######## rbm_result_reader ########
==> rbm_result_reader/floorplan.png <==
Scale bar: 50 um. Pins as bars on the die edge.
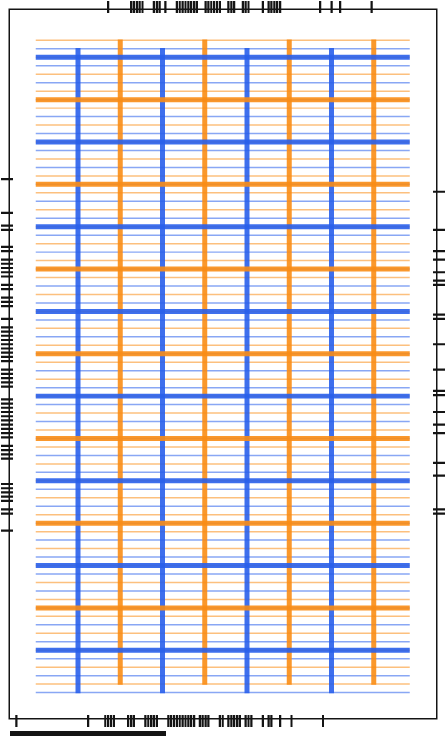
==> rbm_result_reader/class_map.png <==
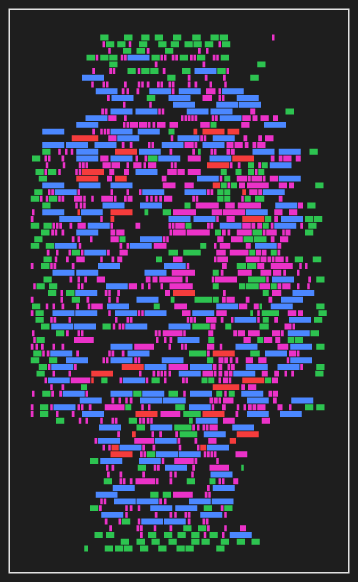
--- src/rtl/rbm_result_reader.sv ---
// rtl/rbm_result_reader.sv - captures RBM class scores, scans for the argmax, optionally streams scores out
// Optional score stream enabled by defining RBM_RESULT_STREAM_EN.
module rbm_result_reader #(
  parameter int output_dim = 10,
  parameter int bitlength  = 12,
  parameter int idx_width  = 4
) (
  input  logic                            clock,
  input  logic                            reset,
  input  logic                            finish,
  input  logic [output_dim*bitlength-1:0] OutputDataPort,
  output logic                            busy,
  output logic                            class_valid,
  output logic [idx_width-1:0]            class_idx,
  output logic [bitlength-1:0]            class_score,
  output logic                            overrun,
  output logic                            out_valid,
  input  logic                            out_ready,
  output logic [bitlength-1:0]            out_data,
  output logic                            out_last
);

  typedef enum logic [1:0] {
    IDLE   = 2'd0,
    SCAN   = 2'd1,
    STREAM = 2'd2
  } state_t;

  localparam logic [idx_width-1:0] last_idx  = idx_width'(output_dim - 1);
  localparam logic [bitlength-1:0] min_score = {1'b1, {(bitlength-1){1'b0}}};

  state_t               state_q, state_d;
  logic                 finish_q;
  logic [bitlength-1:0] buf_q [output_dim];
  logic [idx_width-1:0] idx_q;
  logic [idx_width-1:0] best_idx_q;
  logic [bitlength-1:0] best_score_q;
  logic                 capture;
  logic [bitlength-1:0] cur_score;
  logic                 better;
  logic                 scan_done;

  assign capture   = finish && !finish_q;
  assign cur_score = buf_q[idx_q];
  assign better    = $signed(cur_score) > $signed(best_score_q);
  assign scan_done = (state_q == SCAN) && (idx_q == last_idx);
  assign busy      = (state_q != IDLE);

`ifdef RBM_RESULT_STREAM_EN
  logic [idx_width-1:0] str_j_q;
  logic                 str_last;
  logic                 str_fire;

  assign out_valid = (state_q == STREAM);
  assign str_last  = (str_j_q == last_idx);
  assign str_fire  = out_valid && out_ready;
  assign out_data  = out_valid ? buf_q[str_j_q] : '0;
  assign out_last  = out_valid && str_last;
`else
  logic stream_unused;

  assign stream_unused = out_ready;
  assign out_valid     = 1'b0;
  assign out_data      = '0;
  assign out_last      = 1'b0;
`endif

  always_ff @(posedge clock or negedge reset) begin
    if (!reset) begin
      state_q <= IDLE;
    end else begin
      state_q <= state_d;
    end
  end

  always_comb begin
    state_d = state_q;
    case (state_q)
      IDLE: if (capture) state_d = SCAN;
`ifdef RBM_RESULT_STREAM_EN
      SCAN:   if (scan_done) state_d = STREAM;
      STREAM: if (str_fire && str_last) state_d = IDLE;
`else
      SCAN:   if (scan_done) state_d = IDLE;
`endif
      default: state_d = IDLE;
    endcase
  end

  // Captures arriving while busy only flag overrun; the buffer stays untouched.
  always_ff @(posedge clock or negedge reset) begin
    if (!reset) begin
      finish_q     <= 1'b0;
      idx_q        <= '0;
      best_idx_q   <= '0;
      best_score_q <= '0;
      class_valid  <= 1'b0;
      class_idx    <= '0;
      class_score  <= '0;
      overrun      <= 1'b0;
      for (int i = 0; i < output_dim; i++) buf_q[i] <= '0;
`ifdef RBM_RESULT_STREAM_EN
      str_j_q      <= '0;
`endif
    end else begin
      finish_q    <= finish;
      class_valid <= 1'b0;
      if (capture) begin
        if (state_q == IDLE) begin
          for (int i = 0; i < output_dim; i++) buf_q[i] <= OutputDataPort[i*bitlength +: bitlength];
          idx_q        <= '0;
          best_idx_q   <= '0;
          best_score_q <= min_score;
        end else begin
          overrun <= 1'b1;
        end
      end
      if (state_q == SCAN) begin
        if (better) begin
          best_idx_q   <= idx_q;
          best_score_q <= cur_score;
        end
        if (scan_done) begin
          idx_q       <= '0;
          class_valid <= 1'b1;
          class_idx   <= better ? idx_q : best_idx_q;
          class_score <= better ? cur_score : best_score_q;
        end else begin
          idx_q <= idx_q + 1'b1;
        end
      end
`ifdef RBM_RESULT_STREAM_EN
      if (str_fire) str_j_q <= str_last ? '0 : str_j_q + 1'b1;
`endif
    end
  end

endmodule

--- config.mk ---
export PLATFORM = sky130hd
export DESIGN_NAME = rbm_result_reader
export DESIGN_NICKNAME = d
export VERILOG_FILES = /design/src/rtl/rbm_result_reader.sv
export SDC_FILE = /design/constraint.sdc
export NUM_CORES = 1
export LEC_CHECK = 0
export CAP_MARGIN = 0
export CORE_ASPECT_RATIO = 1.75
export CORE_MARGIN = 8
export CORE_UTILIZATION = 30
export DETAILED_ROUTE_END_ITERATION = 10
export PLACE_DENSITY = 0.51
export RECOVER_POWER = 100
export SYNTH_ARGS = -nofsm -noshare
export SYNTH_HDL_FRONTEND = slang
export SYNTH_SLANG_ARGS = --single-unit
--- constraint.sdc ---
create_clock -name clock -period 3.1 [get_ports clock]
set_input_delay 0.62 -clock clock [delete_from_list [all_inputs] [get_ports clock]]
set_output_delay 0.62 -clock clock [all_outputs]
set_load 0.05 [all_outputs]
==> flow.log <==
[flow] final metrics
INFO  metric gr-total-overflow = 0
INFO  metric synth.mux.area_fraction = 8.51%
INFO  metric slew_violations = 67
INFO  metric postLayoutSetupSlackWorst = -0.213 ns
INFO  metric report.final.hold_viol_count = 0
INFO  metric ff2ff_path_depth = 12
INFO  metric synthXorXnorAreaFrac = 0%
INFO  metric grt_max_degree = 76
INFO  metric setup_violations = 32
INFO  metric wire_per_inst = 17.2 um
INFO  metric path_clk_slew = 0.06 ns
INFO  metric result_of_the_run = finished, violations left
INFO  metric failing_checks = capacitance limit, slew limit, setup timing
INFO  metric cp_num_cells = 12
INFO  metric top_logic_kind = simple AND/OR/NAND/NOR gates
INFO  metric timing.max_cap.violations = 1
INFO  metric final-instance-count-excl-fill = 1347
INFO  metric m1WireLength = 9200 um
INFO  metric top_area_cell = sky130_fd_sc_hd__dfrtp_1
About rbm_result_reader/floorplan.png:
VSS: marked blue. VDD: marked orange.
8 straps on met4. 15 straps on met5. 157 signal pins sit on the boundary.
DIE WIDTH: 137 um
maximum vdd ir drop: 0.000663 V
DIE HEIGHT: 227 um
placeable core region: 25100 um2

About rbm_result_reader/class_map.png:
registers: marked blue, cells 160, share of their area 39%. remaining buffers and delay cells: marked green, cells 218, share of their area 20%. clock drivers and dummy loads: marked red, cells 31, share of their area 5.5%. remaining logic cells: marked magenta, cells 621, share of their area 35%.
final cell utilization of the core: 42.9%
Finished Cell Area: 10800 um2
floorplan row count: 77
flip-flop and latch share of the layout cell area: 37.1%

sequential cells by signal (all words and copies together) (netlist names):
signal / cells
best_score_q: 12
class_score: 12
best_idx_q: 4
overrun: 1
idx_q: 4
buf_q: 120
class_valid: 1
finish_q: 1
class_idx: 4
state_q: 1
timing repair:
item,CTS,global route
setup buffers,9,2
endpoints found under the setup margin,32,32
cloned,2,0
pin swaps,22,9
endpoints found under the hold margin,0,0
resized,63,18
power by group:
group | switching, mW | internal, mW
sequential | 0.534 | 3.02
combinational | 3.93 | 3.66
clock | 0.861 | 1.22
total | 5.32 | 7.90

######## memory_access ########
==> memory_access/floorplan.png <==
Scale bar: 50 um. Pins as bars on the die edge.
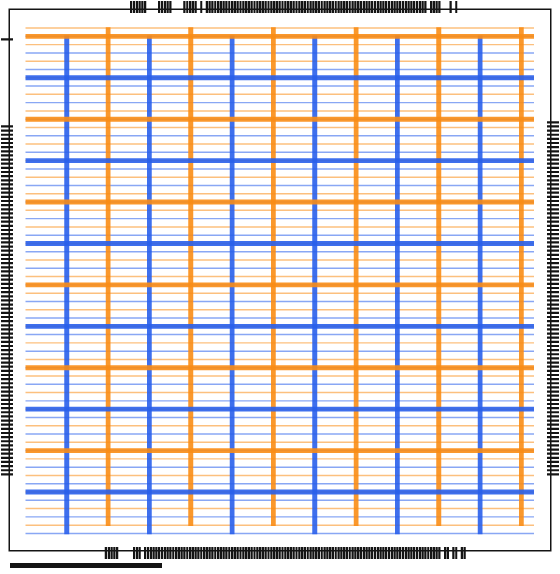
==> memory_access/class_map.png <==
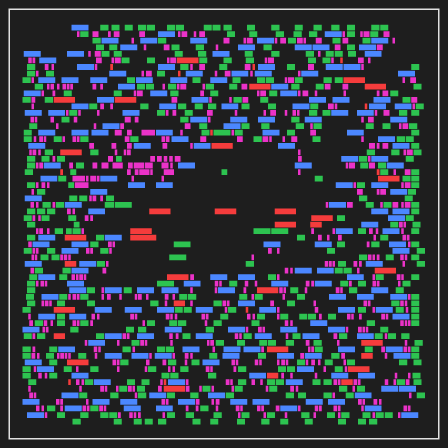
$ cat src/rtl/memory_access.sv
// Memory-stage bus master: one 64-bit load/store per instruction over a valid/ack bus.
// Optional MEM_MISALIGN_CHECK_EN: misaligned requests fail without a bus transaction.
module memory_access #(
  parameter int N       = 64,
  parameter int TIMEOUT = 16
) (
  input  logic         clk,
  input  logic         reset,
  input  logic         memRead_M,
  input  logic         memWrite_M,
  input  logic [N-1:0] address_M,
  input  logic [N-1:0] writeData_M,
  output logic [N-1:0] readData_M,
  output logic         done_M,
  output logic         stall_M,
  output logic         error_M,
  output logic         bus_req,
  output logic         bus_we,
  output logic [N-1:0] bus_addr,
  output logic [N-1:0] bus_wdata,
  input  logic         bus_ack,
  input  logic [N-1:0] bus_rdata
);

  localparam int CW = $clog2(TIMEOUT) + 1;

  typedef enum logic [1:0] {IDLE, REQ, DONE} state_t;

  state_t         state_reg, state_next;
  logic           bus_req_reg, bus_req_next;
  logic           bus_we_reg, bus_we_next;
  logic [N-1:0]   bus_addr_reg, bus_addr_next;
  logic [N-1:0]   bus_wdata_reg, bus_wdata_next;
  logic [N-1:0]   read_data_reg, read_data_next;
  logic           error_reg, error_next;
  logic [CW-1:0]  count_reg, count_next;

  logic access_req;
  logic misaligned;
  logic timeout_hit;

  assign access_req = memRead_M | memWrite_M;

`ifdef MEM_MISALIGN_CHECK_EN
  assign misaligned = (address_M[2:0] != 3'b000);
`else
  assign misaligned = 1'b0;
`endif

  // Counter starts at 0 in the first REQ cycle, so TIMEOUT-1 marks the last allowed cycle.
  assign timeout_hit = (count_reg == CW'(TIMEOUT - 1));

  always_ff @(posedge clk) begin
    if (reset) begin
      state_reg     <= IDLE;
      bus_req_reg   <= 1'b0;
      bus_we_reg    <= 1'b0;
      bus_addr_reg  <= '0;
      bus_wdata_reg <= '0;
      read_data_reg <= '0;
      error_reg     <= 1'b0;
      count_reg     <= '0;
    end else begin
      state_reg     <= state_next;
      bus_req_reg   <= bus_req_next;
      bus_we_reg    <= bus_we_next;
      bus_addr_reg  <= bus_addr_next;
      bus_wdata_reg <= bus_wdata_next;
      read_data_reg <= read_data_next;
      error_reg     <= error_next;
      count_reg     <= count_next;
    end
  end

  always_comb begin
    state_next     = state_reg;
    bus_req_next   = bus_req_reg;
    bus_we_next    = bus_we_reg;
    bus_addr_next  = bus_addr_reg;
    bus_wdata_next = bus_wdata_reg;
    read_data_next = read_data_reg;
    error_next     = error_reg;
    count_next     = count_reg;

    case (state_reg)
      IDLE: begin
        if (access_req) begin
          if (misaligned) begin
            read_data_next = '0;
            error_next     = 1'b1;
            state_next     = DONE;
          end else begin
            // Write wins when both strobes are high.
            bus_we_next    = memWrite_M;
            bus_addr_next  = address_M;
            bus_wdata_next = writeData_M;
            bus_req_next   = 1'b1;
            count_next     = '0;
            state_next     = REQ;
          end
        end
      end
      REQ: begin
        if (bus_ack) begin
          bus_req_next   = 1'b0;
          read_data_next = bus_we_reg ? '0 : bus_rdata;
          error_next     = 1'b0;
          state_next     = DONE;
        end else if (timeout_hit) begin
          bus_req_next   = 1'b0;
          read_data_next = '0;
          error_next     = 1'b1;
          state_next     = DONE;
        end else if (count_reg != {CW{1'b1}}) begin
          count_next = count_reg + 1'b1;
        end
      end
      DONE: begin
        state_next = IDLE;
      end
      default: begin
        state_next = IDLE;
      end
    endcase
  end

  assign done_M     = (state_reg == DONE);
  assign stall_M    = !reset && (((state_reg == IDLE) && access_req) || (state_reg == REQ));
  assign readData_M = read_data_reg;
  assign error_M    = error_reg;
  assign bus_req    = bus_req_reg;
  assign bus_we     = bus_we_reg;
  assign bus_addr   = bus_addr_reg;
  assign bus_wdata  = bus_wdata_reg;

endmodule

$ cat config.mk
export PLATFORM = sky130hd
export DESIGN_NAME = memory_access
export DESIGN_NICKNAME = d
export VERILOG_FILES = /design/src/rtl/memory_access.sv
export SDC_FILE = /design/constraint.sdc
export NUM_CORES = 1
export LEC_CHECK = 0
export CAP_MARGIN = 20
export CORE_MARGIN = 5
export CORE_UTILIZATION = 25
export CTS_CLUSTER_SIZE = 28
export DETAILED_ROUTE_END_ITERATION = 8
export PLACE_DENSITY_LB_ADDON = 0.1
export SYNTH_ARGS = -nofsm -noshare
export SYNTH_HDL_FRONTEND = slang
export SYNTH_SLANG_ARGS = --single-unit
export TNS_END_PERCENT = 10
$ cat constraint.sdc
create_clock -name clk -period 4.51 [get_ports clk]
set_input_delay 1.353 -clock clk [delete_from_list [all_inputs] [get_ports clk]]
set_output_delay 1.353 -clock clk [all_outputs]
set_load 0.005 [all_outputs]
==> flow.log <==
[flow] final metrics
INFO  metric result_of_the_run = finished clean
INFO  metric count_of_flip_flops_with_a_built_in_enable_after_synthesis = 0
INFO  metric min_delay_worst_endpoint = bus_addr[47]
INFO  metric r2r_end = readData_M[36]
INFO  metric pre_cts_ws = 0.275 ns
INFO  metric m1WireLength = 10400 um
INFO  metric power_combinational = 0.806 mW
INFO  metric post_synth_inst_count = 825
INFO  metric synth.yosys.seq_area_share = 57.8%
INFO  metric grt_usage = 15.7%
INFO  metric cp_num_buf_inv = 2
INFO  metric synth_top_flop_cell = sky130_fd_sc_hd__dfxtp_1
INFO  metric timing.max_cap.violations = 0
INFO  metric report.final.hold_viol_count = 0
INFO  metric ys_cells = 825
INFO  metric headroom_to_the_max_slew_limit = 35.2%
INFO  metric ff2ff_path_depth = 7
INFO  metric vias_per_cell = 4.33
INFO  metric fin_worst_skew = 0.0159 ns
INFO  metric ys_chip_area = 7000 um2
INFO  metric leakage = 4.48 nW
INFO  metric crit_chain = clkdlybuf4s50_1 -> nor3_1 -> or2_2 -> nor2_1 -> clkdlybuf4s50_1
INFO  metric portBuffers = 393
INFO  metric worstSetupPathType = primary input to output pin
INFO  metric grt_use_met2 = 27.4%
Notes on memory_access/floorplan.png above:
VSS: marked blue. VDD: marked orange.
The core has 61 rows. 12 straps on met5.
maximum vdd ir drop: 0.000227 V
placeable core region: 27700 um2
DIE HEIGHT: 177 um

Notes on memory_access/class_map.png above:
registers: marked blue, cells 202, share of their area 35%. remaining logic cells: marked magenta, cells 558, share of their area 23%. remaining buffers and delay cells: marked green, cells 406, share of their area 36%. clock drivers and dummy loads: marked red, cells 44, share of their area 6.8%.
Finished Cell Area: 12100 um2
final cell utilization of the core: 43.6%
floorplan row count: 61
flip-flop and latch share of the layout cell area: 33.5%

cell type report:
cell class                 count  area (um2)
clock inverter                 1        30.0
timing repair buffer         406        4120
fill                        2783       15600
tap                          378         473
inverter                       2        7.51
sequential                   202        4040
multi-input combinational    556        2630
clock buffer                  43         763
antenna                        2        5.00
how the worst max path moves through the flow:
stage	slack (ns)	startpoint	cells past startpoint	end
after floorplan	1.01	reset	4	stall_M
after global placement	0.28	memWrite_M	5	stall_M
after detailed placement	0.28	memRead_M	5	stall_M
after CTS	0.28	memRead_M	5	stall_M
after global routing	0.24	memRead_M	5	stall_M
final	0.31	memWrite_M	5	stall_M

######## seq_bin_to_bcd_flat ########
==> seq_bin_to_bcd_flat/congestion_map.png <==
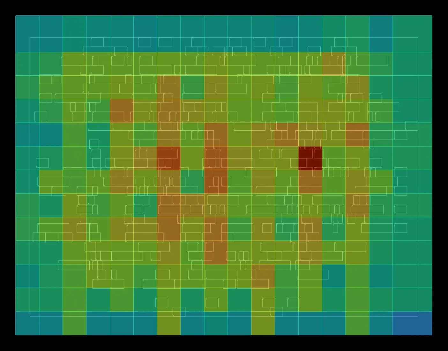
==> seq_bin_to_bcd_flat/clock_wires.png <==
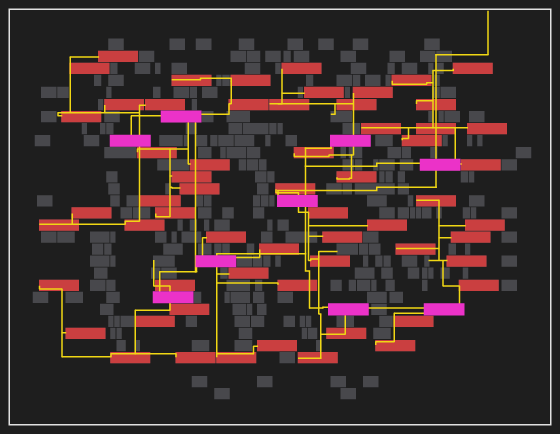
--- config.mk ---
export PLATFORM = sky130hd
export DESIGN_NAME = seq_bin_to_bcd_flat
export DESIGN_NICKNAME = d
export VERILOG_FILES = /design/src/rtl/seq_bin_to_bcd_if.sv /design/src/rtl/seq_bin_to_bcd.sv /design/src/flat_wrapper.sv
export SDC_FILE = /design/constraint.sdc
export NUM_CORES = 1
export LEC_CHECK = 0
export ABC_CLOCK_PERIOD_IN_PS = 1600
export CAP_MARGIN = 20
export CORE_ASPECT_RATIO = 0.75
export CORE_MARGIN = 4
export CORE_UTILIZATION = 30
export CTS_CLUSTER_SIZE = 25
export DETAILED_ROUTE_END_ITERATION = 10
export GPL_ROUTABILITY_DRIVEN = 1
export PLACE_DENSITY = 0.5
export SYNTH_ARGS = -nofsm -noshare
export SYNTH_HDL_FRONTEND = slang
export SYNTH_SLANG_ARGS = --single-unit
--- constraint.sdc ---
create_clock -name clock -period 1.6 [get_ports clock]
set_input_delay 0.24 -clock clock [delete_from_list [all_inputs] [get_ports clock]]
set_output_delay 0.24 -clock clock [all_outputs]
set_load 0.02 [all_outputs]
--- src/rtl/seq_bin_to_bcd_if.sv ---
// Handshake and result bundle for the sequential binary-to-BCD converter.
//   start   : one-cycle request pulse (master -> slave)
//   bin_in  : unsigned magnitude to convert, BIN_W bits (master -> slave)
//   busy    : conversion in progress (slave -> master)
//   done    : one-cycle pulse when new digits are valid (slave -> master)
//   bcd_u/bcd_t/bcd_h/bcd_th/bcd_tt : units .. ten-thousands digits (slave -> master)
interface seq_bin_to_bcd_if #(
  parameter int BIN_W = 14
);
  logic             start;
  logic [BIN_W-1:0] bin_in;
  logic             busy;
  logic             done;
  logic [3:0]       bcd_u;
  logic [3:0]       bcd_t;
  logic [3:0]       bcd_h;
  logic [3:0]       bcd_th;
  logic [3:0]       bcd_tt;

  modport master (
    output start, bin_in,
    input  busy, done, bcd_u, bcd_t, bcd_h, bcd_th, bcd_tt
  );

  modport slave (
    input  start, bin_in,
    output busy, done, bcd_u, bcd_t, bcd_h, bcd_th, bcd_tt
  );
endinterface

--- src/rtl/seq_bin_to_bcd.sv ---
// Sequential binary-to-BCD converter (double-dabble, one input bit per clock,
// MSB first). A start pulse in IDLE latches bin_in; BIN_W clocks later the
// five digit registers update and done pulses for one cycle.
//   clock : rising-edge system clock
//   reset : asynchronous, active-high reset
//   bus   : seq_bin_to_bcd_if.slave (start, bin_in, busy, done, five digits)
//
// state | meaning
// ------+----------------------------------------------------------
// IDLE  | waiting for start; digit outputs hold the last result
// SHIFT | one add-3 / shift step per clock, BIN_W steps in total
module seq_bin_to_bcd #(
  parameter int BIN_W = 14
) (
  input  logic              clock,
  input  logic              reset,
  seq_bin_to_bcd_if.slave   bus
);
  localparam int CNT_W = $clog2(BIN_W + 1);

  typedef enum logic {IDLE, SHIFT} state_t;

  state_t           state_q, state_d;
  logic [BIN_W-1:0] shift_q;
  logic [19:0]      scratch_q;
  logic [19:0]      scratch_adj;
  logic [19:0]      scratch_next;
  logic [CNT_W-1:0] cnt_q;
  logic [19:0]      digits_q;
  logic             done_q;
  logic             load;
  logic             last_shift;

  function automatic logic [19:0] add3(input logic [19:0] s);
    logic [19:0] r;
    r = s;
    for (int i = 0; i < 5; i++) begin
      if (s[i*4 +: 4] >= 4'd5)
        r[i*4 +: 4] = s[i*4 +: 4] + 4'd3;
    end
    return r;
  endfunction

  // Shifting the adjusted scratch left and pulling in the next input MSB.
  assign scratch_adj  = add3(scratch_q);
  assign scratch_next = (scratch_adj << 1) | 20'(shift_q[BIN_W-1]);

  always_ff @(posedge clock or posedge reset) begin
    if (reset) state_q <= IDLE;
    else       state_q <= state_d;
  end

  always_comb begin
    state_d    = state_q;
    load       = 1'b0;
    last_shift = 1'b0;
    case (state_q)
      IDLE: begin
        if (bus.start) begin
          load    = 1'b1;
          state_d = SHIFT;
        end
      end
      SHIFT: begin
        if (cnt_q == CNT_W'(1)) begin
          last_shift = 1'b1;
          state_d    = IDLE;
        end
      end
      default: state_d = IDLE;
    endcase
  end

  always_ff @(posedge clock or posedge reset) begin
    if (reset) begin
      shift_q   <= '0;
      scratch_q <= '0;
      cnt_q     <= '0;
      digits_q  <= '0;
      done_q    <= 1'b0;
    end else begin
      done_q <= last_shift;
      if (load) begin
        shift_q   <= bus.bin_in;
        scratch_q <= '0;
        cnt_q     <= CNT_W'(BIN_W);
      end else if (state_q == SHIFT) begin
        shift_q   <= shift_q << 1;
        scratch_q <= scratch_next;
        cnt_q     <= cnt_q - CNT_W'(1);
        // Outputs only ever see the completed value, never partial scratch.
        if (last_shift)
          digits_q <= scratch_next;
      end
    end
  end

  assign bus.busy   = (state_q == SHIFT);
  assign bus.done   = done_q;
  assign bus.bcd_u  = digits_q[3:0];
  assign bus.bcd_t  = digits_q[7:4];
  assign bus.bcd_h  = digits_q[11:8];
  assign bus.bcd_th = digits_q[15:12];
  assign bus.bcd_tt = digits_q[19:16];
endmodule

--- src/flat_wrapper.sv ---
// flat-port wrapper written by rule: the top's interface ports become plain ports
module seq_bin_to_bcd_flat 
#(
  parameter int BIN_W = 14
)
  (clock, reset, bus_start, bus_bin_in, bus_busy, bus_done, bus_bcd_u, bus_bcd_t, bus_bcd_h, bus_bcd_th, bus_bcd_tt);
  seq_bin_to_bcd_if #(.BIN_W(BIN_W)) bus_i ();
  input  logic clock;
  input  logic reset;
  input wire logic [$bits(bus_i.start)-1:0] bus_start;
  input wire logic [$bits(bus_i.bin_in)-1:0] bus_bin_in;
  output wire logic [$bits(bus_i.busy)-1:0] bus_busy;
  output wire logic [$bits(bus_i.done)-1:0] bus_done;
  output wire logic [$bits(bus_i.bcd_u)-1:0] bus_bcd_u;
  output wire logic [$bits(bus_i.bcd_t)-1:0] bus_bcd_t;
  output wire logic [$bits(bus_i.bcd_h)-1:0] bus_bcd_h;
  output wire logic [$bits(bus_i.bcd_th)-1:0] bus_bcd_th;
  output wire logic [$bits(bus_i.bcd_tt)-1:0] bus_bcd_tt;
  assign bus_i.start = bus_start;
  assign bus_i.bin_in = bus_bin_in;
  assign bus_busy = bus_i.busy;
  assign bus_done = bus_i.done;
  assign bus_bcd_u = bus_i.bcd_u;
  assign bus_bcd_t = bus_i.bcd_t;
  assign bus_bcd_h = bus_i.bcd_h;
  assign bus_bcd_th = bus_i.bcd_th;
  assign bus_bcd_tt = bus_i.bcd_tt;
  seq_bin_to_bcd #(.BIN_W(BIN_W)) u_core (.clock(clock), .reset(reset), .bus(bus_i));
endmodule
==> flow.log <==
[flow] final metrics
INFO  metric yosys.cell_types.count = 31
INFO  metric worstSetupPathType = flop to output pin
INFO  metric leakage = 1.74 nW
INFO  metric synth.yosys.seq_area_share = 51.5%
INFO  metric clockPowerShare = 22.2%
INFO  metric ys_chip_area = 2920 um2
INFO  metric initial_antenna_violation_count = 0
INFO  metric yosys_warnings = 0
INFO  metric sh_seq_area = 39.3%
INFO  metric ranking_of_synthesized_cells_by_area = sky130_fd_sc_hd__dfrtp_1 (51%), sky130_fd_sc_hd__mux2i_1 (7.9%), sky130_fd_sc_hd__ha_1 (5.1%)
INFO  metric synthDominantCellAreaShare = 51.5%
INFO  metric cp_num_buf_inv = 1
INFO  metric gr-total-overflow = 0
INFO  metric grt_max_degree = 29
INFO  metric vdd_ir_drop_max = 0.000756 V
INFO  metric critical_path.endpoint_type = output pin
INFO  metric result_of_the_run = finished clean
INFO  metric fin_worst_skew = 0.00457 ns
INFO  metric setup_violations = 0
INFO  metric core-area = 9270 um2
INFO  metric synthXorXnorAreaFrac = 2.10%
INFO  metric path_clk_slew = 0.05 ns
INFO  metric syn_area_per_cell = 10.9 um2
INFO  metric crit_startpoint = u_core.digits_q[3]
INFO  metric layout.comb_gates.multi_input = 180
INFO  metric r2r_slack = 0.09 ns
INFO  metric final_layout_top_logic_cells = sky130_fd_sc_hd__dfrtp_1 (59), sky130_fd_sc_hd__clkdlybuf4s50_1 (37), sky130_fd_sc_hd__nand2_1 (32), sky130_fd_sc_hd__mux2i_1 (23), sky130_fd_sc_hd__o21ai_1 (23)
INFO  metric netlist_top_cells_count = sky130_fd_sc_hd__dfrtp_1 (60), sky130_fd_sc_hd__nand2_1 (32), sky130_fd_sc_hd__mux2i_1 (23), sky130_fd_sc_hd__o21ai_1 (23), sky130_fd_sc_hd__inv_1 (13)
INFO  metric layout_net_count = 346
INFO  metric setup-tns-final = 0 ns
INFO  metric clock_buffers = 15
INFO  metric place.gp.congestion = 0.744
INFO  metric synth.mux.area_fraction = 12.4%
About seq_bin_to_bcd_flat/congestion_map.png:
final cell utilization of the core: 41.2%
Most Crowded Layer GR: met2

About seq_bin_to_bcd_flat/clock_wires.png:
flip-flops: marked red, count 60. clock-net drivers: marked magenta, count 9. clock wires: marked yellow, length 926 um.
Position of the flops: widely spread. There are 10 routed clock nets.
Clock net power: 1.81 mW
clk latency of the worst-skew pair: 0.32 ns

-- routing by layer --
metal	routed length, um	global-route usage [%]	vias up
met3	223	5.02	9
met2	2650	16.5	26
li1	-	-	1030
met4	100	3.92	0
met1	2990	16.2	1015
met5	0	0	-
-- power by group through the flow --
stage | Combinational, mW | Sequential, mW | Clock, mW
4_1_cts | 3.64 | 2.76 | 1.87
6_report | 3.62 | 2.75 | 1.81
3_3_place_gp | 3.59 | 2.77 | 0
3_5_place_dp | 3.64 | 2.77 | 0
5_1_grt | 4.08 | 2.86 | 1.94
2_1_floorplan | 2.28 | 2.97 | 0


==> layout pictures side by side <==
Routed metal, one color a layer.
image #1
Scale bar: 50 um.
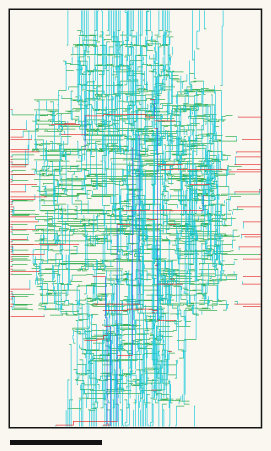
image #2
Scale bar: 50 um.
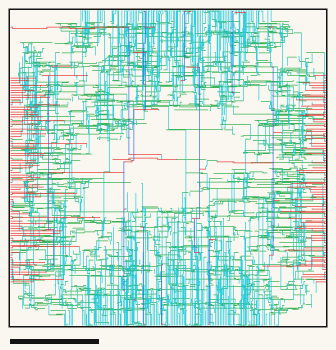
image #3
Scale bar: 20 um.
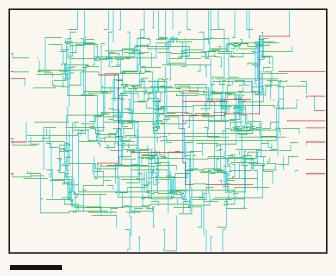
memory_access -> image #2
rbm_result_reader -> image #1
seq_bin_to_bcd_flat -> image #3

Power figures rest on the tool's default switching activity, not on a simulated workload.
